# design 1

$ cat src/rtl/chain_sched_if.sv
// Port bundle between the chain sequencer and the DP solution memory.
// master = sequencer side, slave = memory side.
interface chain_sched_if #(
    parameter int CW = 32
);
    logic          mem_clr;
    logic          mem_rw;
    logic [7:0]    mem_iw;
    logic [7:0]    mem_jw;
    logic [CW-1:0] mem_min;
    logic [CW-1:0] mem_k;
    logic [7:0]    mem_ir;
    logic [7:0]    mem_jr;
    logic [7:0]    mem_kr;
    logic [CW-1:0] mem_mik;
    logic [CW-1:0] mem_mkj1;

    modport master (
        output mem_clr, mem_rw, mem_iw, mem_jw, mem_min, mem_k,
        output mem_ir, mem_jr, mem_kr,
        input  mem_mik, mem_mkj1
    );
    modport slave (
        input  mem_clr, mem_rw, mem_iw, mem_jw, mem_min, mem_k,
        input  mem_ir, mem_jr, mem_kr,
        output mem_mik, mem_mkj1
    );
endinterface

$ cat src/rtl/chain_sched.sv
// Matrix-chain DP sequencer: fills the cost/split table bottom-up through the
// solution memory and reports m[1][n] with its top-level split.
module chain_sched #(
    parameter int MAXN  = 30,
    parameter int DIM_W = 16,
    parameter int CW    = 32
) (
    input  logic             clk,
    input  logic             rst,
    input  logic             dim_we,
    input  logic [4:0]       dim_addr,
    input  logic [DIM_W-1:0] dim_data,
    input  logic [4:0]       n,
    input  logic             start,
    output logic             busy,
    output logic             done,
    output logic             err,
    output logic [CW-1:0]    res_cost,
    output logic [CW-1:0]    res_k,
    chain_sched_if.master    m
);
    localparam logic [2:0] IDLE  = 3'd0;
    localparam logic [2:0] CLR   = 3'd1;
    localparam logic [2:0] SETUP = 3'd2;
    localparam logic [2:0] RD    = 3'd3;
    localparam logic [2:0] CMP   = 3'd4;
    localparam logic [2:0] WR    = 3'd5;
    localparam logic [2:0] DONE  = 3'd6;

    // Wide enough for the triple product plus both table terms without wrap.
    localparam int PW = (3*DIM_W > 2*CW) ? 3*DIM_W : 2*CW;
    localparam int FW = PW + 2;

    logic [2:0]       state;
    logic [4:0]       nl;
    logic [5:0]       len;
    logic [4:0]       i, j, k;
    logic [CW-1:0]    best, bestk;
    logic [DIM_W-1:0] p [32];

    logic [FW-1:0]    prod, sum;
    logic [CW-1:0]    cost;

    always_comb begin
        prod = FW'(p[i - 5'd1]) * FW'(p[k]) * FW'(p[j]);
        sum  = FW'(m.mem_mik) + FW'(m.mem_mkj1) + prod;
        cost = (sum > FW'({CW{1'b1}})) ? {CW{1'b1}} : sum[CW-1:0];
    end

    assign busy = (state != IDLE) && (state != DONE);
    assign done = (state == DONE);

    assign m.mem_clr = (state == CLR);
    assign m.mem_rw  = (state == WR);
    assign m.mem_iw  = 8'(i);
    assign m.mem_jw  = 8'(j);
    assign m.mem_min = best;
    assign m.mem_k   = bestk;
    assign m.mem_ir  = 8'(i);
    assign m.mem_jr  = 8'(j);
    assign m.mem_kr  = 8'(k);

    always_ff @(posedge clk or negedge rst) begin
        if (!rst) begin
            state    <= IDLE;
            err      <= 1'b0;
            nl       <= '0;
            len      <= '0;
            i        <= '0;
            j        <= '0;
            k        <= '0;
            best     <= '0;
            bestk    <= '0;
            res_cost <= '0;
            res_k    <= '0;
            for (int a = 0; a < 32; a++) p[a] <= '0;
        end else begin
            case (state)
                IDLE: begin
                    if (dim_we && int'(dim_addr) <= MAXN) p[dim_addr] <= dim_data;
                    if (start) begin
                        if (int'(n) < 2 || int'(n) > MAXN) begin
                            err <= 1'b1;
                        end else begin
                            err   <= 1'b0;
                            nl    <= n;
                            state <= CLR;
                        end
                    end
                end
                CLR: begin
                    len   <= 6'd2;
                    i     <= 5'd1;
                    state <= SETUP;
                end
                SETUP: begin
                    j     <= 5'(6'(i) + len - 6'd1);
                    k     <= i;
                    best  <= {CW{1'b1}};
                    bestk <= CW'(i);
                    state <= RD;
                end
                RD: state <= CMP;
                CMP: begin
                    // Strict compare keeps the smaller k on equal cost.
                    if (cost < best) begin
                        best  <= cost;
                        bestk <= CW'(k);
                    end
                    if (k == j - 5'd1) begin
                        state <= WR;
                    end else begin
                        k     <= k + 5'd1;
                        state <= RD;
                    end
                end
                WR: begin
                    if (len == {1'b0, nl}) begin
                        res_cost <= best;
                        res_k    <= bestk;
                    end
                    if ({1'b0, i} == {1'b0, nl} - len + 6'd1) begin
                        len   <= len + 6'd1;
                        i     <= 5'd1;
                        state <= (len == {1'b0, nl}) ? DONE : SETUP;
                    end else begin
                        i     <= i + 5'd1;
                        state <= SETUP;
                    end
                end
                DONE:    state <= IDLE;
                default: state <= IDLE;
            endcase
        end
    end
endmodule
$ cat src/flat_wrapper.sv
// flat-port wrapper written by rule: the top's interface ports become plain ports
module chain_sched_flat 
#(
    parameter int MAXN  = 30,
    parameter int DIM_W = 16,
    parameter int CW    = 32
)
  (clk, rst, dim_we, dim_addr, dim_data, n, start, busy, done, err, res_cost, res_k, m_mem_clr, m_mem_rw, m_mem_iw, m_mem_jw, m_mem_min, m_mem_k, m_mem_ir, m_mem_jr, m_mem_kr, m_mem_mik, m_mem_mkj1);
  chain_sched_if #(.CW(CW)) m_i ();
  input  logic clk;
  input  logic rst;
  input  logic dim_we;
  input  logic [4:0] dim_addr;
  input  logic [DIM_W-1:0] dim_data;
  input  logic [4:0] n;
  input  logic start;
  output logic busy;
  output logic done;
  output logic err;
  output logic [CW-1:0] res_cost;
  output logic [CW-1:0] res_k;
  output wire logic [$bits(m_i.mem_clr)-1:0] m_mem_clr;
  output wire logic [$bits(m_i.mem_rw)-1:0] m_mem_rw;
  output wire logic [$bits(m_i.mem_iw)-1:0] m_mem_iw;
  output wire logic [$bits(m_i.mem_jw)-1:0] m_mem_jw;
  output wire logic [$bits(m_i.mem_min)-1:0] m_mem_min;
  output wire logic [$bits(m_i.mem_k)-1:0] m_mem_k;
  output wire logic [$bits(m_i.mem_ir)-1:0] m_mem_ir;
  output wire logic [$bits(m_i.mem_jr)-1:0] m_mem_jr;
  output wire logic [$bits(m_i.mem_kr)-1:0] m_mem_kr;
  input wire logic [$bits(m_i.mem_mik)-1:0] m_mem_mik;
  input wire logic [$bits(m_i.mem_mkj1)-1:0] m_mem_mkj1;
  assign m_mem_clr = m_i.mem_clr;
  assign m_mem_rw = m_i.mem_rw;
  assign m_mem_iw = m_i.mem_iw;
  assign m_mem_jw = m_i.mem_jw;
  assign m_mem_min = m_i.mem_min;
  assign m_mem_k = m_i.mem_k;
  assign m_mem_ir = m_i.mem_ir;
  assign m_mem_jr = m_i.mem_jr;
  assign m_mem_kr = m_i.mem_kr;
  assign m_i.mem_mik = m_mem_mik;
  assign m_i.mem_mkj1 = m_mem_mkj1;
  chain_sched #(.MAXN(MAXN), .DIM_W(DIM_W), .CW(CW)) u_core (.clk(clk), .rst(rst), .dim_we(dim_we), .dim_addr(dim_addr), .dim_data(dim_data), .n(n), .start(start), .busy(busy), .done(done), .err(err), .res_cost(res_cost), .res_k(res_k), .m(m_i));
endmodule
$ cat config.mk
export PLATFORM = sky130hd
export DESIGN_NAME = chain_sched_flat
export DESIGN_NICKNAME = d
export VERILOG_FILES = /design/src/rtl/chain_sched_if.sv /design/src/rtl/chain_sched.sv /design/src/flat_wrapper.sv
export SDC_FILE = /design/constraint.sdc
export NUM_CORES = 2
export LEC_CHECK = 0
export CAP_MARGIN = 20
export CORE_UTILIZATION = 50
export CTS_CLUSTER_DIAMETER = 80
export DETAILED_ROUTE_END_ITERATION = 8
export PLACE_DENSITY = 0.66
export SYNTH_ARGS = -nofsm -noshare
export SYNTH_HDL_FRONTEND = slang
export SYNTH_SLANG_ARGS = --single-unit
export TNS_END_PERCENT = 20
$ cat constraint.sdc
create_clock -name clk -period 32.8 [get_ports clk]
set_input_delay 6.56 -clock clk [delete_from_list [all_inputs] [get_ports clk]]
set_output_delay 6.56 -clock clk [all_outputs]
set_load 0.03 [all_outputs]
# design 2

[src/rtl/filter_mixer.sv]
// Voice routing and output mixer around the state-variable filter.
// Ports: clk/iRstN, clkEn strobe, voices, LP/BP/HP, reg bus -> oFiltIn, oOut, oValid.
module filter_mixer #(
  parameter int VOL_SHIFT = 8
) (
  input  logic               clk,
  input  logic               iRstN,
  input  logic               clkEn,
  input  logic signed [15:0] iVoice0,
  input  logic signed [15:0] iVoice1,
  input  logic signed [15:0] iVoice2,
  input  logic signed [15:0] iLP,
  input  logic signed [15:0] iBP,
  input  logic signed [15:0] iHP,
  input  logic               iWE,
  input  logic [4:0]         iAddr,
  input  logic [7:0]         iData,
  output logic signed [15:0] oFiltIn,
  output logic signed [15:0] oOut,
  output logic               oValid
);

  typedef enum logic [1:0] {
    IDLE,
    SUM,
    SCALE,
    SAT
  } state_e;

  state_e state_q;

  logic [2:0] route_q;
  logic       off3_q;
  logic [2:0] mode_q;
  logic [3:0] vol_q;

  logic signed [17:0] dir_q;
  logic signed [17:0] msum_q;
  logic [3:0]         volx_q;
  logic signed [26:0] prod_q;

  logic signed [15:0] filt_q;
  logic signed [15:0] out_q;
  logic               valid_q;

  logic signed [17:0] v0, v1, v2;
  logic signed [17:0] lp, bp, hp;
  logic signed [17:0] filt_d, dir_d, msum_d;
  logic signed [18:0] tot_d;
  logic signed [26:0] tot_x, mul_x, prod_d, shr_d;

  function automatic logic signed [15:0] sat16(input logic signed [26:0] x);
    if (x > 27'sd32767) return 16'sh7FFF;
    else if (x < -27'sd32768) return 16'sh8000;
    else return x[15:0];
  endfunction

  assign v0 = {{2{iVoice0[15]}}, iVoice0};
  assign v1 = {{2{iVoice1[15]}}, iVoice1};
  assign v2 = {{2{iVoice2[15]}}, iVoice2};
  assign lp = {{2{iLP[15]}}, iLP};
  assign bp = {{2{iBP[15]}}, iBP};
  assign hp = {{2{iHP[15]}}, iHP};

  always_comb begin
    filt_d = '0;
    dir_d  = '0;
    msum_d = '0;
    if (route_q[0]) filt_d = filt_d + v0;
    else            dir_d  = dir_d + v0;
    if (route_q[1]) filt_d = filt_d + v1;
    else            dir_d  = dir_d + v1;
    // 3OFF only mutes voice 3 on the direct path
    if (route_q[2]) filt_d = filt_d + v2;
    else if (!off3_q) dir_d = dir_d + v2;
    if (mode_q[0]) msum_d = msum_d + lp;
    if (mode_q[1]) msum_d = msum_d + bp;
    if (mode_q[2]) msum_d = msum_d + hp;
  end

  // {vol,vol} maps 0..15 onto 0..255
  assign tot_d  = {dir_q[17], dir_q} + {msum_q[17], msum_q};
  assign tot_x  = {{8{tot_d[18]}}, tot_d};
  assign mul_x  = {19'd0, volx_q, volx_q};
  assign prod_d = tot_x * mul_x;
  assign shr_d  = prod_q >>> VOL_SHIFT;

  always_ff @(posedge clk or negedge iRstN) begin
    if (!iRstN) begin
      route_q <= '0;
      off3_q  <= 1'b0;
      mode_q  <= '0;
      vol_q   <= '0;
    end else if (iWE) begin
      if (iAddr == 5'h17) begin
        route_q <= iData[2:0];
      end else if (iAddr == 5'h18) begin
        off3_q <= iData[7];
        mode_q <= iData[6:4];
        vol_q  <= iData[3:0];
      end
    end
  end

  always_ff @(posedge clk or negedge iRstN) begin
    if (!iRstN) begin
      state_q <= IDLE;
      dir_q   <= '0;
      msum_q  <= '0;
      volx_q  <= '0;
      prod_q  <= '0;
      filt_q  <= '0;
      out_q   <= '0;
      valid_q <= 1'b0;
    end else begin
      valid_q <= 1'b0;
      unique case (state_q)
        IDLE: begin
          if (clkEn) state_q <= SUM;
        end
        SUM: begin
          dir_q   <= dir_d;
          msum_q  <= msum_d;
          volx_q  <= vol_q;
          filt_q  <= sat16({{9{filt_d[17]}}, filt_d});
          state_q <= SCALE;
        end
        SCALE: begin
          prod_q  <= prod_d;
          state_q <= SAT;
        end
        SAT: begin
          out_q   <= sat16(shr_d);
          valid_q <= 1'b1;
          state_q <= IDLE;
        end
        default: state_q <= IDLE;
      endcase
    end
  end

  assign oFiltIn = filt_q;
  assign oOut    = out_q;
  assign oValid  = valid_q;

endmodule
[config.mk]
export PLATFORM = sky130hd
export DESIGN_NAME = filter_mixer
export DESIGN_NICKNAME = d
export VERILOG_FILES = /design/src/rtl/filter_mixer.sv
export SDC_FILE = /design/constraint.sdc
export NUM_CORES = 1
export LEC_CHECK = 0
export CAP_MARGIN = 20
export CORE_MARGIN = 1
export CORE_UTILIZATION = 55
export CTS_CLUSTER_DIAMETER = 100
export DETAILED_ROUTE_END_ITERATION = 8
export PLACE_DENSITY_LB_ADDON = 0.1
export SLEW_MARGIN = 20
export SYNTH_ARGS = -nofsm -noshare
export SYNTH_HDL_FRONTEND = slang
export SYNTH_SLANG_ARGS = --single-unit
export TNS_END_PERCENT = 50
[constraint.sdc]
create_clock -name clk -period 12.91 [get_ports clk]
set_input_delay 1.9365 -clock clk [delete_from_list [all_inputs] [get_ports clk]]
set_output_delay 1.9365 -clock clk [all_outputs]
set_load 0.005 [all_outputs]
**Design 2: M3 wires**

(1.5 px per um) Cells faint in the background.
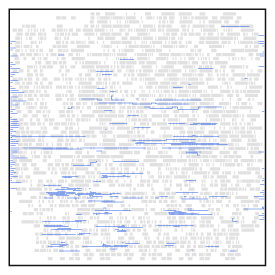
nets with wire on the layer: 199
longest straight run: 49.2 um
main direction: horizontal
wire length on this layer: 1870 um

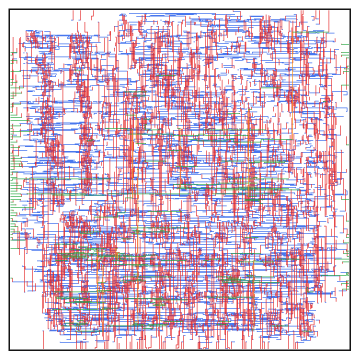
**Above:** design 2 (routed metal, one colour a layer).
(2 px per um)
legend:
  blue:
    layer: M1
    wire_length: 18600 um
  red:
    layer: M2
    wire_length: 17200 um
  green:
    layer: M3
    wire_length: 1870 um
  orange:
    layer: M4
    wire_length: 367 um

==> run notes, design 2 <==
The flow ran to the end, and the final reports show no timing, DRC or antenna violations. The run gives 1868 um for the met3 wirelength from detailed routing. Of all cell types, the one taking the most synthesized area is sky130_fd_sc_hd__dfrtp_1. The average cell area after synthesis was 8.277 um2. Global routing put the most usage on met2. The number of non-clock inverters in the layout is 261, and the number of antenna violations at the first check in global routing is 1.

The tools report the number of placed instances, taps included as 2349. Floorplan row count: 61. The area growth from synthesis to layout is 13.27%. The post-route minimum period was 7522 ps; the routed length on met1 was 18560 um.

Counting pins that exceed their max-slew limit in the final report gives 0. Pin placement for this block handled 146 I/O pins.

Of all the cell area in the finished design, non-clock buffers hold 8.474%. Routing resource usage on met2 recorded by global route was 44.30%. The post-CTS hold buffer count recorded in the log is 0. According to the finish report, the design has a final net count of 2388. Looking at the clock tree report, the maximum root-to-sink buffer count equals 2. The die is 169.8 um tall.

Per the synth stats, the flop cell with the highest instance count is sky130_fd_sc_hd__dfrtp_1. On the final layout, the worst hold slack is 484.6 ps. Number of iterations in the first detailed-routing pass: 6.
[design 2: registers in the layout (all words and copies together), names as in the netlist]
signal	flops
prod_q	19
dir_q	18
msum_q	18
oFiltIn	16
oOut	16
vol_q	4
volx_q	4
mode_q	3
route_q	3
state_q	2
oValid	1
off3_q	1
[design 2: synthesized netlist by cell type, drive strengths merged, types with 4 or more instances]
| master | instances |
|---|---|
| a211oi | 14 |
| mux2 | 40 |
| a22oi | 6 |
| or3 | 13 |
| a211o | 8 |
| o21a | 26 |
| nor2b | 22 |
| fa | 121 |
| and2 | 48 |
| nand2 | 172 |
| nand3 | 24 |
| o21ai | 89 |
| nor2 | 146 |
| o31ai | 6 |
| mux2i | 18 |
| o211ai | 7 |
| nand4 | 8 |
| o21bai | 14 |
| nand2b | 22 |
| a21oi | 135 |
| o221ai | 7 |
| nor4 | 9 |
| xnor2 | 76 |
| a21o | 42 |
| xor2 | 41 |
| or2 | 11 |
| nand3b | 4 |
| o22ai | 29 |
| dfrtp | 105 |
| a31o | 4 |
| clkbuf | 41 |
| inv | 260 |
| nor3b | 5 |
| a2111oi | 5 |
| nor3 | 34 |
| buf | 9 |
| ha | 172 |
| and3 | 10 |
| a31oi | 21 |
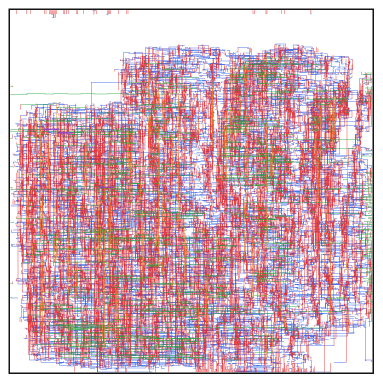
**Above:** design 1 (routed metal, one colour a layer).
(1 px per um)
legend:
  orange:
    layer: M4
    wire_length: 6580 um
  red:
    layer: M2
    wire_length: 88.4 mm
  green:
    layer: M3
    wire_length: 14900 um
  purple:
    layer: M5
    wire_length: 42.3 um
  blue:
    layer: M1
    wire_length: 72.9 mm

==> run notes, design 1 <==
The run finished with clean final reports. Note that the worst hold path type here is register to register. Data on the critical path is required at its endpoint by 33320 ps. The logs give 47.17 MHz for the highest clock frequency the design can meet and 23.72% for the proportion of synthesized chip area in sequential cells. TritonCTS built the clock tree.

For this run the aggregate overflow at the end of global routing stands at 0. After layout, the worst setup slack is 11600 ps. The number of warnings in the stage logs was 39. From synthesis to final layout, the design area changed by 9.206%. The top cell type by area accounts for 23.72% of the synthesized area. The largest fanout of any net on the critical path is 51, and the post-synthesis instance area is 64990 um2. Per the timing report, the most critical flop-to-flop path originates at u_core.i[0]$_DFFE_PN0P_.

0 antenna diodes ended up in the layout. The critical path's slowest stage uses the library cell sky130_fd_sc_hd__o41a_2. By count the netlist is led by sky130_fd_sc_hd__inv_1, sky130_fd_sc_hd__fa_1, sky130_fd_sc_hd__dfrtp_1, sky130_fd_sc_hd__mux2_2, sky130_fd_sc_hd__mux4_2.
-- design 1: worst reg2reg max path, delay by kind of cell (launching register included) --
family / cells / cell delay, ps
adder cells (fa/ha/maj): 16 / 7540
AND-OR/OR-AND: 17 / 5610
buffers and inverters: 13 / 2960
AND/OR/NAND/NOR: 10 / 2420
multiplexers: 4 / 1810
flip-flops: 1 / 750
-- design 1: area by class of cell --
cell class / instances / area (um2) / area share, %
repair buffers: 292 / 2868 / 4.041
clock buffers: 98 / 2008 / 2.829
inverters: 823 / 3089 / 4.353
clock inverters: 27 / 407.9 / 0.5747
multi-input cells: 3925 / 44990 / 63.40
flip-flops and latches: 616 / 15440 / 21.76
well taps: 1729 / 2163 / 3.048
-- design 1: layer usage --
metal | GRT usage, % | vias up | share of wire [%]
met1 | 37.65 | 23793 | 40
li1 | - | 19298 | -
met3 | 5.655 | 407 | 8.2
met5 | 0 | - | 0.023
met2 | 46.92 | 2110 | 48
met4 | 9.547 | 6 | 3.6

==> layout pictures side by side <==
Clock wiring as the flow saved it.
picture 1
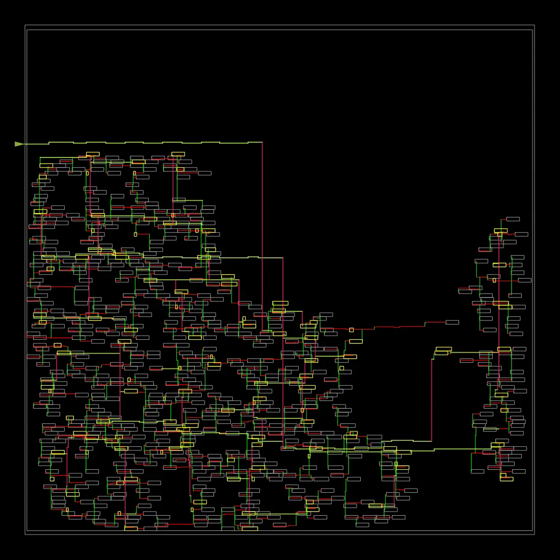
picture 2
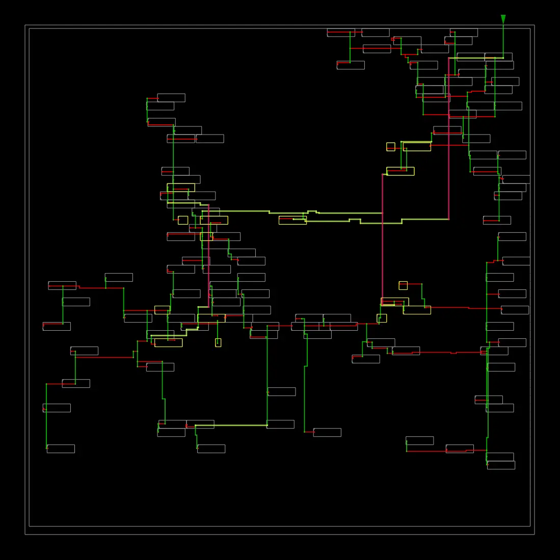
Of these, most sequential cells: picture 1
Design 2 is picture 2.
Design 1 is picture 1.


# design 3

`src/rtl/vending_balance_tracker_pkg.sv`:
```
// Shared definitions for the vending machine balance ledger.
// Holds the machine dimensions, the coin value and item price tables,
// the widened arithmetic type and the ledger state encoding.
package vending_balance_tracker_pkg;

   localparam int kNumCoins   = 3;
   localparam int kNumItems   = 4;
   localparam int kTotalBits  = 31;
   localparam int kMaxBalance = 10000;

   // One extra bit so subtraction and credit can be checked before truncation.
   typedef logic [kTotalBits:0] wide_t;

   localparam wide_t kCoinValue [kNumCoins] = '{wide_t'(100), wide_t'(500), wide_t'(1000)};
   localparam wide_t kItemPrice [kNumItems] = '{wide_t'(400), wide_t'(500), wide_t'(1000), wide_t'(2000)};

   typedef enum logic {
      ST_IDLE   = 1'b0,
      ST_RETURN = 1'b1
   } state_t;

endpackage

```
`src/rtl/vending_coin_sum.sv`:
```
// Combinational sum of coin values selected by a coin mask.
// Ports:
//   coin_mask   - one bit per denomination, any combination may be set
//   coin_total  - sum of the selected coin values (widened)
module vending_coin_sum
   import vending_balance_tracker_pkg::*;
(
   input  logic [kNumCoins-1:0] coin_mask,
   output wide_t                coin_total
);

   always_comb begin
      coin_total = '0;
      for (int i = 0; i < kNumCoins; i++) begin
         if (coin_mask[i]) coin_total = coin_total + kCoinValue[i];
      end
   end

endmodule

```
`src/rtl/vending_balance_tracker.sv`:
```
// Balance ledger for the vending machine. Sole owner of the balance register:
// credits inserted coins, debits accepted item prices and coins ejected by the
// return-timer stage, and reports item availability from the registered balance.
// Ports:
//   clk, reset        - system clock, asynchronous active-high reset
//   i_input_coin      - coin-inserted pulses
//   i_select_item     - item-request pulses (lowest index wins)
//   i_trigger_return  - user return request
//   i_return_coin     - coin ejected this cycle by the return-timer stage
//   o_relative_money  - registered balance
//   o_available_item  - bit i set when balance covers price i
//   o_output_item     - one-cycle dispense pulse
//   o_coin_reject     - one-cycle pulse when inserted coins are refused
//   o_returning       - high while in RETURN
//
// state     | meaning
// ST_IDLE   | normal trading: coins credited, selections served
// ST_RETURN | paying out: coins refused, selections ignored, exit when balance is 0
module vending_balance_tracker
   import vending_balance_tracker_pkg::*;
(
   input  logic                  clk,
   input  logic                  reset,
   input  logic [kNumCoins-1:0]  i_input_coin,
   input  logic [kNumItems-1:0]  i_select_item,
   input  logic                  i_trigger_return,
   input  logic [kNumCoins-1:0]  i_return_coin,
   output logic [kTotalBits-1:0] o_relative_money,
   output logic [kNumItems-1:0]  o_available_item,
   output logic [kNumItems-1:0]  o_output_item,
   output logic                  o_coin_reject,
   output logic                  o_returning
);

   state_t                 state_q, state_d;
   logic [kTotalBits-1:0]  balance_q, balance_d;
   logic [kNumItems-1:0]   output_item_q, output_item_d;
   logic                   coin_reject_q, coin_reject_d;

   wide_t                  bal_w;
   wide_t                  insert_sum;
   wide_t                  return_sum;
   wide_t                  price;
   wide_t                  after_price;
   wide_t                  after_return;
   wide_t                  credit;
   wide_t                  total;
   logic                   sel_found;

   assign bal_w = {1'b0, balance_q};

   vending_coin_sum u_insert_sum (
      .coin_mask  (i_input_coin),
      .coin_total (insert_sum)
   );

   vending_coin_sum u_return_sum (
      .coin_mask  (i_return_coin),
      .coin_total (return_sum)
   );

   always_comb begin
      state_d       = state_q;
      output_item_d = '0;
      coin_reject_d = 1'b0;
      price         = '0;
      credit        = '0;
      sel_found     = 1'b0;

      // Only the lowest requested item is considered, funded by the pre-coin balance.
      if (state_q == ST_IDLE) begin
         for (int i = 0; i < kNumItems; i++) begin
            if (i_select_item[i] && !sel_found) begin
               sel_found = 1'b1;
               if (kItemPrice[i] <= bal_w) begin
                  price            = kItemPrice[i];
                  output_item_d[i] = 1'b1;
               end
            end
         end
      end

      after_price = bal_w - price;

      // The timer may eject the smallest coin when less than it remains.
      after_return = (after_price >= return_sum) ? (after_price - return_sum) : '0;

      if (i_input_coin != '0) begin
         if ((state_q == ST_IDLE) && ((after_price + insert_sum) <= wide_t'(kMaxBalance)))
            credit = insert_sum;
         else
            coin_reject_d = 1'b1;
      end

      total = after_return + credit;
      if (total > wide_t'(kMaxBalance)) total = wide_t'(kMaxBalance);
      balance_d = total[kTotalBits-1:0];

      case (state_q)
         ST_IDLE:   if (i_trigger_return) state_d = ST_RETURN;
         ST_RETURN: if (bal_w == '0)      state_d = ST_IDLE;
         default:                         state_d = ST_IDLE;
      endcase
   end

   always_ff @(posedge clk or posedge reset) begin
      if (reset) begin
         state_q       <= ST_IDLE;
         balance_q     <= '0;
         output_item_q <= '0;
         coin_reject_q <= 1'b0;
      end else begin
         state_q       <= state_d;
         balance_q     <= balance_d;
         output_item_q <= output_item_d;
         coin_reject_q <= coin_reject_d;
      end
   end

   always_comb begin
      o_available_item = '0;
      for (int i = 0; i < kNumItems; i++) begin
         o_available_item[i] = (bal_w >= kItemPrice[i]);
      end
   end

   assign o_relative_money = balance_q;
   assign o_output_item    = output_item_q;
   assign o_coin_reject    = coin_reject_q;
   assign o_returning      = (state_q == ST_RETURN);

endmodule
```
`config.mk`:
```
export PLATFORM = sky130hd
export DESIGN_NAME = vending_balance_tracker
export DESIGN_NICKNAME = d
export VERILOG_FILES = /design/src/rtl/vending_balance_tracker_pkg.sv /design/src/rtl/vending_coin_sum.sv /design/src/rtl/vending_balance_tracker.sv
export SDC_FILE = /design/constraint.sdc
export NUM_CORES = 1
export LEC_CHECK = 0
export ABC_AREA = 1
export CAP_MARGIN = 20
export CORE_ASPECT_RATIO = 1.25
export CORE_MARGIN = 2
export CORE_UTILIZATION = 44
export DETAILED_ROUTE_END_ITERATION = 10
export GPL_TIMING_DRIVEN = 0
export RECOVER_POWER = 50
export SLEW_MARGIN = 20
export SYNTH_ARGS = -nofsm -noshare
export SYNTH_HDL_FRONTEND = slang
export SYNTH_SLANG_ARGS = --single-unit
```
`constraint.sdc`:
```
create_clock -name clk -period 14.7 [get_ports clk]
set_input_delay 2.94 -clock clk [delete_from_list [all_inputs] [get_ports clk]]
set_output_delay 2.94 -clock clk [all_outputs]
set_load 0.1 [all_outputs]
```
# design 4

**config.mk**
```make
export PLATFORM = sky130hd
export DESIGN_NAME = sw_debounce
export DESIGN_NICKNAME = d
export VERILOG_FILES = /design/src/rtl/sw_debounce_pkg.sv /design/src/rtl/sw_debounce_bit.sv /design/src/rtl/sw_debounce.sv
export SDC_FILE = /design/constraint.sdc
export NUM_CORES = 1
export LEC_CHECK = 0
export CAP_MARGIN = 20
export CORE_ASPECT_RATIO = 1.1
export CORE_MARGIN = 10
export CORE_UTILIZATION = 40
export DETAILED_ROUTE_END_ITERATION = 16
export SYNTH_ARGS = -nofsm -noshare
export SYNTH_HDL_FRONTEND = slang
export SYNTH_SLANG_ARGS = --single-unit
```
**constraint.sdc**
```tcl
create_clock -name clk -period 4.95 [get_ports clk]
set_input_delay 1.485 -clock clk [delete_from_list [all_inputs] [get_ports clk]]
set_output_delay 1.485 -clock clk [all_outputs]
set_load 0.005 [all_outputs]
```
**src/rtl/sw_debounce_pkg.sv**
```systemverilog
// Shared constants for the switch input-conditioning stage and the MMIO bridge.
package sw_debounce_pkg;

    // Number of board DIP switches.
    localparam int SW_WIDTH        = 24;

    // Default debounce timing: one sample tick per 50000 clocks, 16 stable samples.
    localparam int DEF_TICK_DIV    = 50000;
    localparam int DEF_STABLE_CNT  = 16;
    localparam int DEF_SYNC_STAGES = 2;

    // MMIO addresses decoded by the data-memory bridge.
    localparam logic [31:0] MMIO_SW_LO_ADDR  = 32'hFFFF_F070; // sw[15:0]
    localparam logic [31:0] MMIO_SW_HI_ADDR  = 32'hFFFF_F072; // sw[23:16]
    localparam logic [31:0] MMIO_LED_LO_ADDR = 32'hFFFF_F060;
    localparam logic [31:0] MMIO_LED_HI_ADDR = 32'hFFFF_F062;

    // Width of a per-bit stability counter able to hold 0..stable.
    function automatic int cnt_width(input int stable);
        return (stable < 1) ? 1 : $clog2(stable + 1);
    endfunction

    // Width of the prescaler; at least one bit even when div is 1.
    function automatic int pre_width(input int div);
        return (div <= 1) ? 1 : $clog2(div);
    endfunction

endpackage

```
**src/rtl/sw_debounce_bit.sv**
```systemverilog
// One switch bit: synchronizer chain, stability counter and registered output.
// flip_o is high in the tick cycle whose edge will change sw_o.
module sw_debounce_bit
    import sw_debounce_pkg::*;
#(
    parameter int STABLE_CNT  = DEF_STABLE_CNT,
    parameter int SYNC_STAGES = DEF_SYNC_STAGES
) (
    input  logic clk,
    input  logic rst_n,
    input  logic sw_raw,
    input  logic tick,
    output logic sw_o,
    output logic flip_o
);

    localparam int            CW       = cnt_width(STABLE_CNT);
    localparam logic [CW-1:0] CNT_LAST = CW'(STABLE_CNT - 1);

    logic [SYNC_STAGES-1:0] sync_q, sync_d;
    logic [CW-1:0]          cnt_q, cnt_d;
    logic                   sw_q, sw_d;
    logic                   sync_sw;

    assign sync_sw = sync_q[SYNC_STAGES-1];
    assign sw_o    = sw_q;

    // Shift the raw pin through the synchronizer chain.
    always_comb begin
        sync_d = {sync_q[SYNC_STAGES-2:0], sw_raw};
    end

    // Count consecutive differing samples; any matching sample aborts the flip.
    always_comb begin
        cnt_d  = cnt_q;
        sw_d   = sw_q;
        flip_o = 1'b0;
        if (tick) begin
            if (sync_sw == sw_q) begin
                cnt_d = '0;
            end else if (cnt_q == CNT_LAST) begin
                sw_d   = sync_sw;
                cnt_d  = '0;
                flip_o = 1'b1;
            end else begin
                cnt_d = cnt_q + CW'(1);
            end
        end
    end

    // State registers with asynchronous clear.
    always_ff @(posedge clk or negedge rst_n) begin
        if (!rst_n) begin
            sync_q <= '0;
            cnt_q  <= '0;
            sw_q   <= 1'b0;
        end else begin
            sync_q <= sync_d;
            cnt_q  <= cnt_d;
            sw_q   <= sw_d;
        end
    end

endmodule

```
**src/rtl/sw_debounce.sv**
```systemverilog
// Synchronizes and debounces the board DIP switches for the MMIO bridge.
// Holds the sample-tick prescaler and the registered change pulse.
// Build option SW_DEBOUNCE_SIM_EN: drop the prescaler and tick every cycle.
module sw_debounce
    import sw_debounce_pkg::*;
#(
    parameter int WIDTH       = SW_WIDTH,
    parameter int TICK_DIV    = DEF_TICK_DIV,
    parameter int STABLE_CNT  = DEF_STABLE_CNT,
    parameter int SYNC_STAGES = DEF_SYNC_STAGES
) (
    input  logic             clk,
    input  logic             rst_n,
    input  logic [WIDTH-1:0] sw_raw,
    output logic [WIDTH-1:0] device_sw,
    output logic             sw_changed,
    output logic             tick
);

    logic             tick_q, tick_d;
    logic [WIDTH-1:0] flip;
    logic             sw_changed_q, sw_changed_d;

    assign tick       = tick_q;
    assign sw_changed = sw_changed_q;

`ifdef SW_DEBOUNCE_SIM_EN
    // Fast-simulation build: sample on every cycle once out of reset.
    always_comb begin
        tick_d = 1'b1;
    end

    // Tick register; clears on reset, then stays high.
    always_ff @(posedge clk or negedge rst_n) begin
        if (!rst_n) begin
            tick_q <= 1'b0;
        end else begin
            tick_q <= tick_d;
        end
    end
`else
    localparam int            PW       = pre_width(TICK_DIV);
    localparam logic [PW-1:0] PRE_LAST = PW'(TICK_DIV - 1);

    logic [PW-1:0] pre_q, pre_d;

    // Prescaler wraps at TICK_DIV-1; tick is registered and marks that count.
    always_comb begin
        pre_d  = (pre_q == PRE_LAST) ? '0 : pre_q + PW'(1);
        tick_d = (pre_d == PRE_LAST);
    end

    // Prescaler and tick registers.
    always_ff @(posedge clk or negedge rst_n) begin
        if (!rst_n) begin
            pre_q  <= '0;
            tick_q <= 1'b0;
        end else begin
            pre_q  <= pre_d;
            tick_q <= tick_d;
        end
    end
`endif

    for (genvar i = 0; i < WIDTH; i++) begin : g_bit
        sw_debounce_bit #(
            .STABLE_CNT  (STABLE_CNT),
            .SYNC_STAGES (SYNC_STAGES)
        ) u_bit (
            .clk    (clk),
            .rst_n  (rst_n),
            .sw_raw (sw_raw[i]),
            .tick   (tick_q),
            .sw_o   (device_sw[i]),
            .flip_o (flip[i])
        );
    end

    // One pulse per flipping tick, however many bits flip together.
    always_comb begin
        sw_changed_d = |flip;
    end

    // Change-pulse register, aligned with the device_sw update.
    always_ff @(posedge clk or negedge rst_n) begin
        if (!rst_n) begin
            sw_changed_q <= 1'b0;
        end else begin
            sw_changed_q <= sw_changed_d;
        end
    end

endmodule

```
# design 5

`config.mk`:
```
export PLATFORM = sky130hd
export DESIGN_NAME = timer_ch_sched
export DESIGN_NICKNAME = d
export VERILOG_FILES = /design/src/rtl/timer_ch_sched.sv
export SDC_FILE = /design/constraint.sdc
export NUM_CORES = 1
export LEC_CHECK = 0
export ABC_CLOCK_PERIOD_IN_PS = 3800
export CORE_UTILIZATION = 58
export CTS_CLUSTER_SIZE = 25
export DETAILED_ROUTE_END_ITERATION = 12
export GPL_ROUTABILITY_DRIVEN = 0
export PLACE_DENSITY = 0.78
export SYNTH_ARGS = -nofsm -noshare
export SYNTH_HDL_FRONTEND = slang
export SYNTH_SLANG_ARGS = --single-unit
```
`constraint.sdc`:
```
create_clock -name clk_i -period 3.8 [get_ports clk_i]
set_clock_uncertainty 0.05 [all_clocks]
set_input_delay 0.76 -clock clk_i [delete_from_list [all_inputs] [get_ports clk_i]]
set_output_delay 0.76 -clock clk_i [all_outputs]
set_load 0.02 [all_outputs]
```
`src/rtl/timer_ch_sched.sv`:
```
// Multi-channel timer scheduler: one prescaled tick drives CH_NUM software timers
// through a single shared decrement/compare unit, scanned one channel per clock.
module timer_ch_sched #(
    parameter int unsigned CH_NUM    = 4,
    parameter int unsigned CNT_WIDTH = 16,
    parameter int unsigned PTR_W     = $clog2(CH_NUM)
) (
    input  logic                 clk_i,
    input  logic                 rst_n_i,
    input  logic                 tick_i,
    input  logic                 cfg_valid_i,
    input  logic [PTR_W-1:0]     cfg_ch_i,
    input  logic [CNT_WIDTH-1:0] cfg_period_i,
    input  logic                 cfg_en_i,
    input  logic                 cfg_periodic_i,
    input  logic [CH_NUM-1:0]    ien_i,
    input  logic [CH_NUM-1:0]    clr_i,
    input  logic                 ovr_clr_i,
    output logic [CH_NUM-1:0]    pend_o,
    output logic [CH_NUM-1:0]    en_o,
    output logic                 evt_valid_o,
    output logic [PTR_W-1:0]     evt_ch_o,
    output logic                 busy_o,
    output logic                 ovr_o,
    output logic                 irq_o
);

    localparam logic [PTR_W-1:0] LAST_CH = PTR_W'(CH_NUM - 1);

    typedef enum logic {
        IDLE,
        SCAN
    } state_t;

    state_t               state;
    logic [PTR_W-1:0]     ptr;
    logic [CNT_WIDTH-1:0] period [CH_NUM];
    logic [CNT_WIDTH-1:0] cnt    [CH_NUM];
    logic [CH_NUM-1:0]    en;
    logic [CH_NUM-1:0]    mode;
    logic [CH_NUM-1:0]    pend;
    logic                 ovr;

    logic                 cfg_hit;
    logic                 proc_act;
    logic                 expire;
    logic [CH_NUM-1:0]    set_vec;

    // A config write to the channel under the scan pointer suppresses processing.
    always_comb begin
        cfg_hit  = cfg_valid_i && (cfg_ch_i == ptr);
        proc_act = (state == SCAN) && en[ptr] && !cfg_hit;
        expire   = proc_act && (cnt[ptr] == '0);
        set_vec  = '0;
        if (expire) begin
            set_vec[ptr] = 1'b1;
        end
    end

    always_ff @(posedge clk_i or negedge rst_n_i) begin
        if (!rst_n_i) begin
            state       <= IDLE;
            ptr         <= '0;
            en          <= '0;
            mode        <= '0;
            pend        <= '0;
            ovr         <= 1'b0;
            evt_valid_o <= 1'b0;
            evt_ch_o    <= '0;
            for (int unsigned i = 0; i < CH_NUM; i++) begin
                period[i] <= '0;
                cnt[i]    <= '0;
            end
        end else begin
            evt_valid_o <= expire;
            evt_ch_o    <= expire ? ptr : '0;

            case (state)
                IDLE: begin
                    if (tick_i) begin
                        state <= SCAN;
                        ptr   <= '0;
                    end
                end
                SCAN: begin
                    if (ptr == LAST_CH) begin
                        state <= IDLE;
                        ptr   <= '0;
                    end else begin
                        ptr <= ptr + PTR_W'(1);
                    end
                end
                default: begin
                    state <= IDLE;
                    ptr   <= '0;
                end
            endcase

            if (ovr_clr_i) begin
                ovr <= 1'b0;
            end
            if (tick_i && (state == SCAN)) begin
                ovr <= 1'b1;
            end

            pend <= (pend & ~clr_i) | set_vec;

            if (proc_act) begin
                if (cnt[ptr] != '0) begin
                    cnt[ptr] <= cnt[ptr] - CNT_WIDTH'(1);
                end else if (mode[ptr]) begin
                    cnt[ptr] <= period[ptr];
                end else begin
                    en[ptr] <= 1'b0;
                end
            end

            if (cfg_valid_i) begin
                period[cfg_ch_i] <= cfg_period_i;
                cnt[cfg_ch_i]    <= cfg_period_i;
                en[cfg_ch_i]     <= cfg_en_i;
                mode[cfg_ch_i]   <= cfg_periodic_i;
            end
        end
    end

    assign pend_o = pend;
    assign en_o   = en;
    assign ovr_o  = ovr;
    assign busy_o = (state == SCAN);
    assign irq_o  = |(pend & ien_i);

endmodule
```
**Design 3: M3 wires**

(2 px per um) Cells faint in the background.
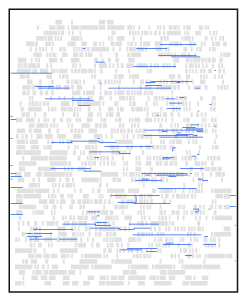
share of all routed wire: 4.5%
wire length on this layer: 925 um
main direction: horizontal

==> run notes, design 3 <==
Setup repair after global routing left no endpoint under its margin. The first element of the critical path was i_select_item[0]. The power report lists cell-internal power as 221.9 uW. The startpoint of the most critical hold path is o_relative_money[0]$_DFF_PP0_. Per the layout area report, the combinational gate area comes to 5026 um2.

The most common logic cells in the final layout are sky130_fd_sc_hd__nand2_1, sky130_fd_sc_hd__nor2_1, sky130_fd_sc_hd__inv_1. The clock sink total came out at 37. The path type of the worst setup path was primary input to register. The end-of-flow timing check tallies setup violations at 0. For the worst setup path, the data arrival time is 11620 ps. The run gives 14.67% for the growth of design area from synthesis to finish.

The post-route minimum period was 11510 ps. The switching power summed over all nets came out at 137.6 uW. The run finished with clean final reports. Total global-route track usage over all layers is 26.28%.
==> design 3: cells by family after synthesis <==
group,share of synthesized area (%)
simple gates,53.29
buf+inv,10.41
other cells,0.05702
xor+xnor,6.107
flops,14.08
fa+ha+maj,9.399
compound gates,6.507
mux,0.1522
==> design 3: area by class of cell <==
type                       instances  share of cell area [%]
clock buffer                       6                   1.709
timing repair buffer              52                   6.819
inverter                         170                   8.462
tap                              178                   2.953
sequential                        37                   12.28
clock inverter                     2                  0.5144
multi-input combinational        934                   66.65
buffer                             6                  0.6139
==> design 3: stage by stage <==
step | hold WS, ps | cells | utilization, % | power (uW) | setup slack [ps]
global placement | 538.7 | 1376 | 50.72 | 233.9 | 3028
detailed placement | 536.8 | 1377 | 50.91 | 234.5 | 3052
floorplan | 1012 | 1147 | - | 203.0 | 3840
CTS | 552.6 | 1385 | 52.06 | 364.8 | 3288
finish | 548.0 | 1385 | 51.90 | 359.5 | 3186
global route | 570.5 | 1385 | 51.90 | 380.2 | 2311
==> design 3: routing by layer <==
layer  global-route usage (%)  vias to the layer above  share of wire, %
li1                         -                     3745                 -
met1                    34.00                     3226                44
met2                    46.52                      179                49
met3                    2.752                       30               4.5
met4                    6.804                        0               2.3
met5                        0                        -                 0
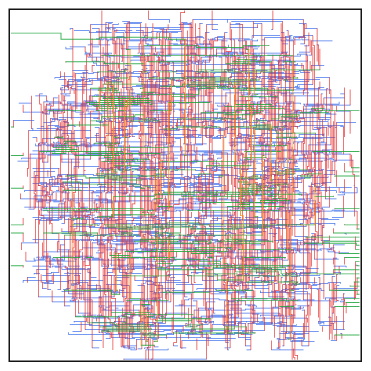
**Above:** design 5 (routed metal, one colour a layer).
(3 px per um)
legend:
  orange:
    layer: M4
    wire_length: 882 um
  blue:
    layer: M1
    wire_length: 8330 um
  red:
    layer: M2
    wire_length: 10700 um
  green:
    layer: M3
    wire_length: 2980 um

==> run notes, design 5 <==
The growth of design area from synthesis to finish was 17.14%. The run finished with clean final reports. For reference, full adder, half adder and majority cells occupy 0.9812% of the area reported after synthesis. The worst hold-check path type is register to register. Per STA, the worst path accumulates the most delay in the family simple AND/OR/NAND/NOR gates. The number of antenna violations at the first check in global routing was 0. The run gives 44.5% for the combinational cell fraction of total power. Looking at the cell usage after synthesis, the top flip-flop cell is sky130_fd_sc_hd__dfrtp_1.

By instance count, the cell type seen most on the critical path is sky130_fd_sc_hd__buf_4. Per the GRT congestion report, total overflow comes to 0. The first detailed-routing pass ran for 5 iterations. In the routed layout, each cell is associated on average with a via count of 6.735.

The tools report the insertion delay of the later-clocked pin in the worst-skew pair as 430 ps. The total clock buffers created by CTS is 17, and the I/O pin total is 47. Tally of filler cells in the layout: 946. The topmost layer with routed signal wires was met4. In this run, synthesis inferred 0 flip-flops with an integrated enable.

Setup repair after global routing left no endpoint under its margin. Dividing the detail-routed wire length by the instance count gives 22.51 um.
design 5: Yosys cell counts (all sizes together), types with 3 or more instances:
cell type / instances / area, um2
nand3: 5 / 30.03
xnor2: 8 / 70.07
o21ai: 67 / 350.3
o22ai: 6 / 37.54
buf: 17 / 102.6
and3: 7 / 43.79
a21o: 4 / 30.03
dfrtp: 147 / 3679
ha: 6 / 75.07
nor2: 25 / 93.84
inv: 12 / 45.04
nand2: 259 / 972.2
or3: 16 / 100.1
nand2b: 4 / 25.02
o221ai: 20 / 175.2
nor3b: 3 / 27.52
nor3: 9 / 50.05
o31ai: 4 / 30.03
clkbuf: 39 / 146.4
nor4: 8 / 110.1
and2: 9 / 56.30
a21oi: 34 / 185.2
a211o: 3 / 26.28
nand3b: 3 / 22.52
mux4: 33 / 743.2
o221a: 15 / 168.9
xor2: 4 / 35.03
a22o: 3 / 26.28
design 5: final cells by class:
class / instances / area [um2] / area share (%)
multi-input combinational: 577 / 3686 / 41.13
clock buffer: 23 / 478.0 / 5.333
clock inverter: 9 / 151.4 / 1.689
inverter: 12 / 45.04 / 0.5026
sequential: 147 / 3680 / 41.06
timing repair buffer: 77 / 706.9 / 7.888
tap: 172 / 215.2 / 2.401
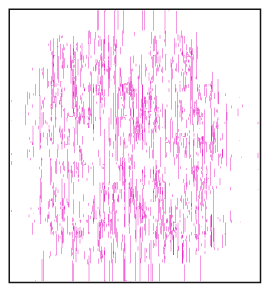
**Above:** design 4 (met2 routing).
(1.5 px per um)
share of all routed wire: 47%
wire length on this layer: 8310 um
nets with wire on the layer: 808
main direction: vertical

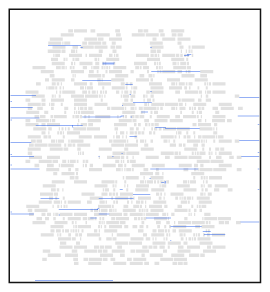
**Above:** design 4 (M3 wires).
(1.5 px per um) Cells faint in the background.
main direction: horizontal
nets with wire on the layer: 38
share of all routed wire: 3.6%

==> run notes, design 4 <==
Final hold analysis gives a worst-case slack of 345.3 ps. The run gives 9448 um2 for the post-synthesis instance area. The core region is 23080 um2. With the xor and xnor fraction of the mapped netlist area at 6.489%, the effective utilization at floorplan is 40.94%. After detailed routing, the number of remaining DRC violations is 0.

The tools report the startpoint of the most critical hold path as g_bit[16].u_bit.sync_q[0]$_DFF_PN0_. In this run the layout overhead on the synthesized area is reported as 15.08%. After clock tree synthesis, the flow added hold-fix buffers numbering 0. Clock network power for this build is 1660 uW.

The number of cells reported by Yosys stat comes to 867. Per STA, the endpoint of the critical path is tick. The worst path needs 3343 ps of the cycle, external delays included. With the number of iterations in the first detailed-routing pass at 4, the total clock buffers created by CTS is 24. The floorplan has 58 rows. The tools report the number of different library cells in the post-synthesis netlist as 51.

The tools report the total cell area reported by yosys after synthesis as 9448 um2. The flow ran to the end, and the final reports show no timing, DRC or antenna violations. The synthesis report lists the Yosys warning total as 0.
==> design 4: cell type report <==
class	count	area [um2]	area share, %
flip-flops and latches	210	5259	48.37
well taps	300	375.4	3.452
repair buffers	58	580.6	5.339
clock inverters	4	23.77	0.2186
multi-input cells	569	3764	34.61
clock buffers	35	713.2	6.559
inverters	42	157.7	1.450
==> design 4: kinds of logic after synthesis <==
logic type	Yosys count
muxes	48
DFF	210
adders and majority gates	25
AOI/OAI and AO/OA	164
xor gates and xnor gates	70
buffers and inverters	88
and+or+nand+nor	262
==> design 4: registers in the layout, indices dropped and copies added, names as in the netlist <==
| signal | cells |
|---|---|
| tick | 1 |
| g_bit.u_bit.sw_o | 24 |
| sw_changed | 1 |
| pre_q | 16 |
| g_bit.u_bit.cnt_q | 120 |
| g_bit.u_bit.sync_q | 48 |
==> design 4: per-layer routing <==
metal | GRT usage [%] | vias up | share of wire, %
met5 | 0 | - | 0
met4 | 3.620 | 0 | 2.0
met3 | 1.954 | 29 | 3.5
met2 | 19.51 | 78 | 47
met1 | 15.08 | 3070 | 48
li1 | - | 3090 | -

==> notes/layouts.md <==
Pictures saved along the way, in no particular order.

Power grid.
shot_01.png
(3 px per um) Pins as bars on the die edge. Tap cells in grey.
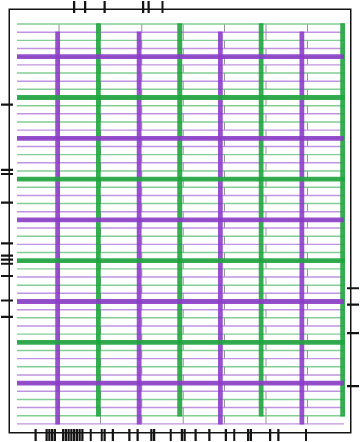
shot_02.png
(3 px per um) Pins as bars on the die edge. Tap cells in grey.
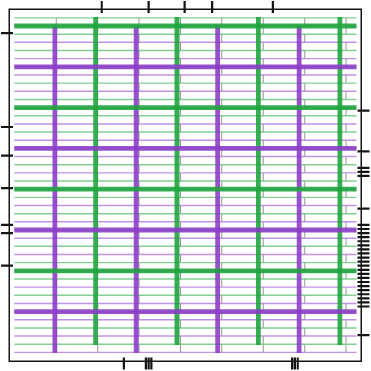
shot_03.png
(2 px per um) Pins as bars on the die edge. Tap cells in grey.
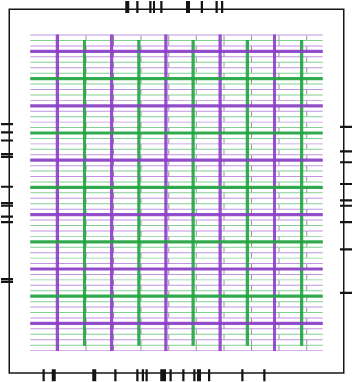
- smallest die: shot_02.png
- largest die: shot_03.png
design 5: shot_02.png
design 3: shot_01.png
design 4: shot_03.png

Key to shot_01.png:
legend:
  purple:
    net: VSS
  green:
    net: VDD
met4 straps: 8
rows: 49
met1 rails: 50
tap cells: 178



==> layout pictures side by side <==
Met2 routing.
Plate I
(2 px per um)
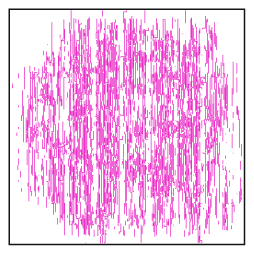
Plate II
(1.5 px per um)
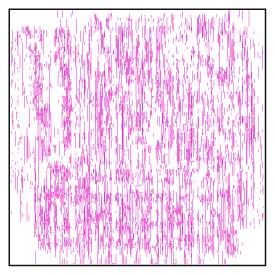
Plate III
(2 px per um)
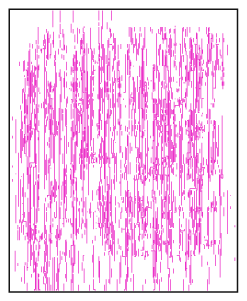
Plate IV
(1 px per um)
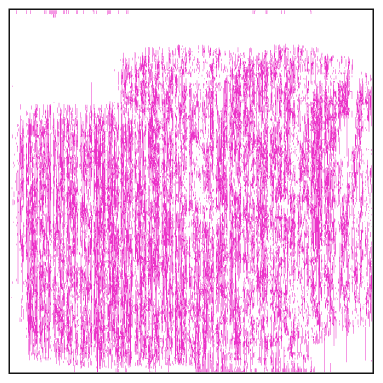
| from | picture |
|---|---|
| design 2 | Plate II |
| design 3 | Plate III |
| design 1 | Plate IV |
| design 5 | Plate I |
Of these, smallest die: Plate I
Of these, largest die: Plate IV

Key to Plate III:
main direction: vertical
share of all routed wire: 49%
longest straight run: 70.0 um
wire length on this layer: 10100 um
nets with wire on the layer: 994

No activity file was given, so power comes from the tool's default toggle rates.
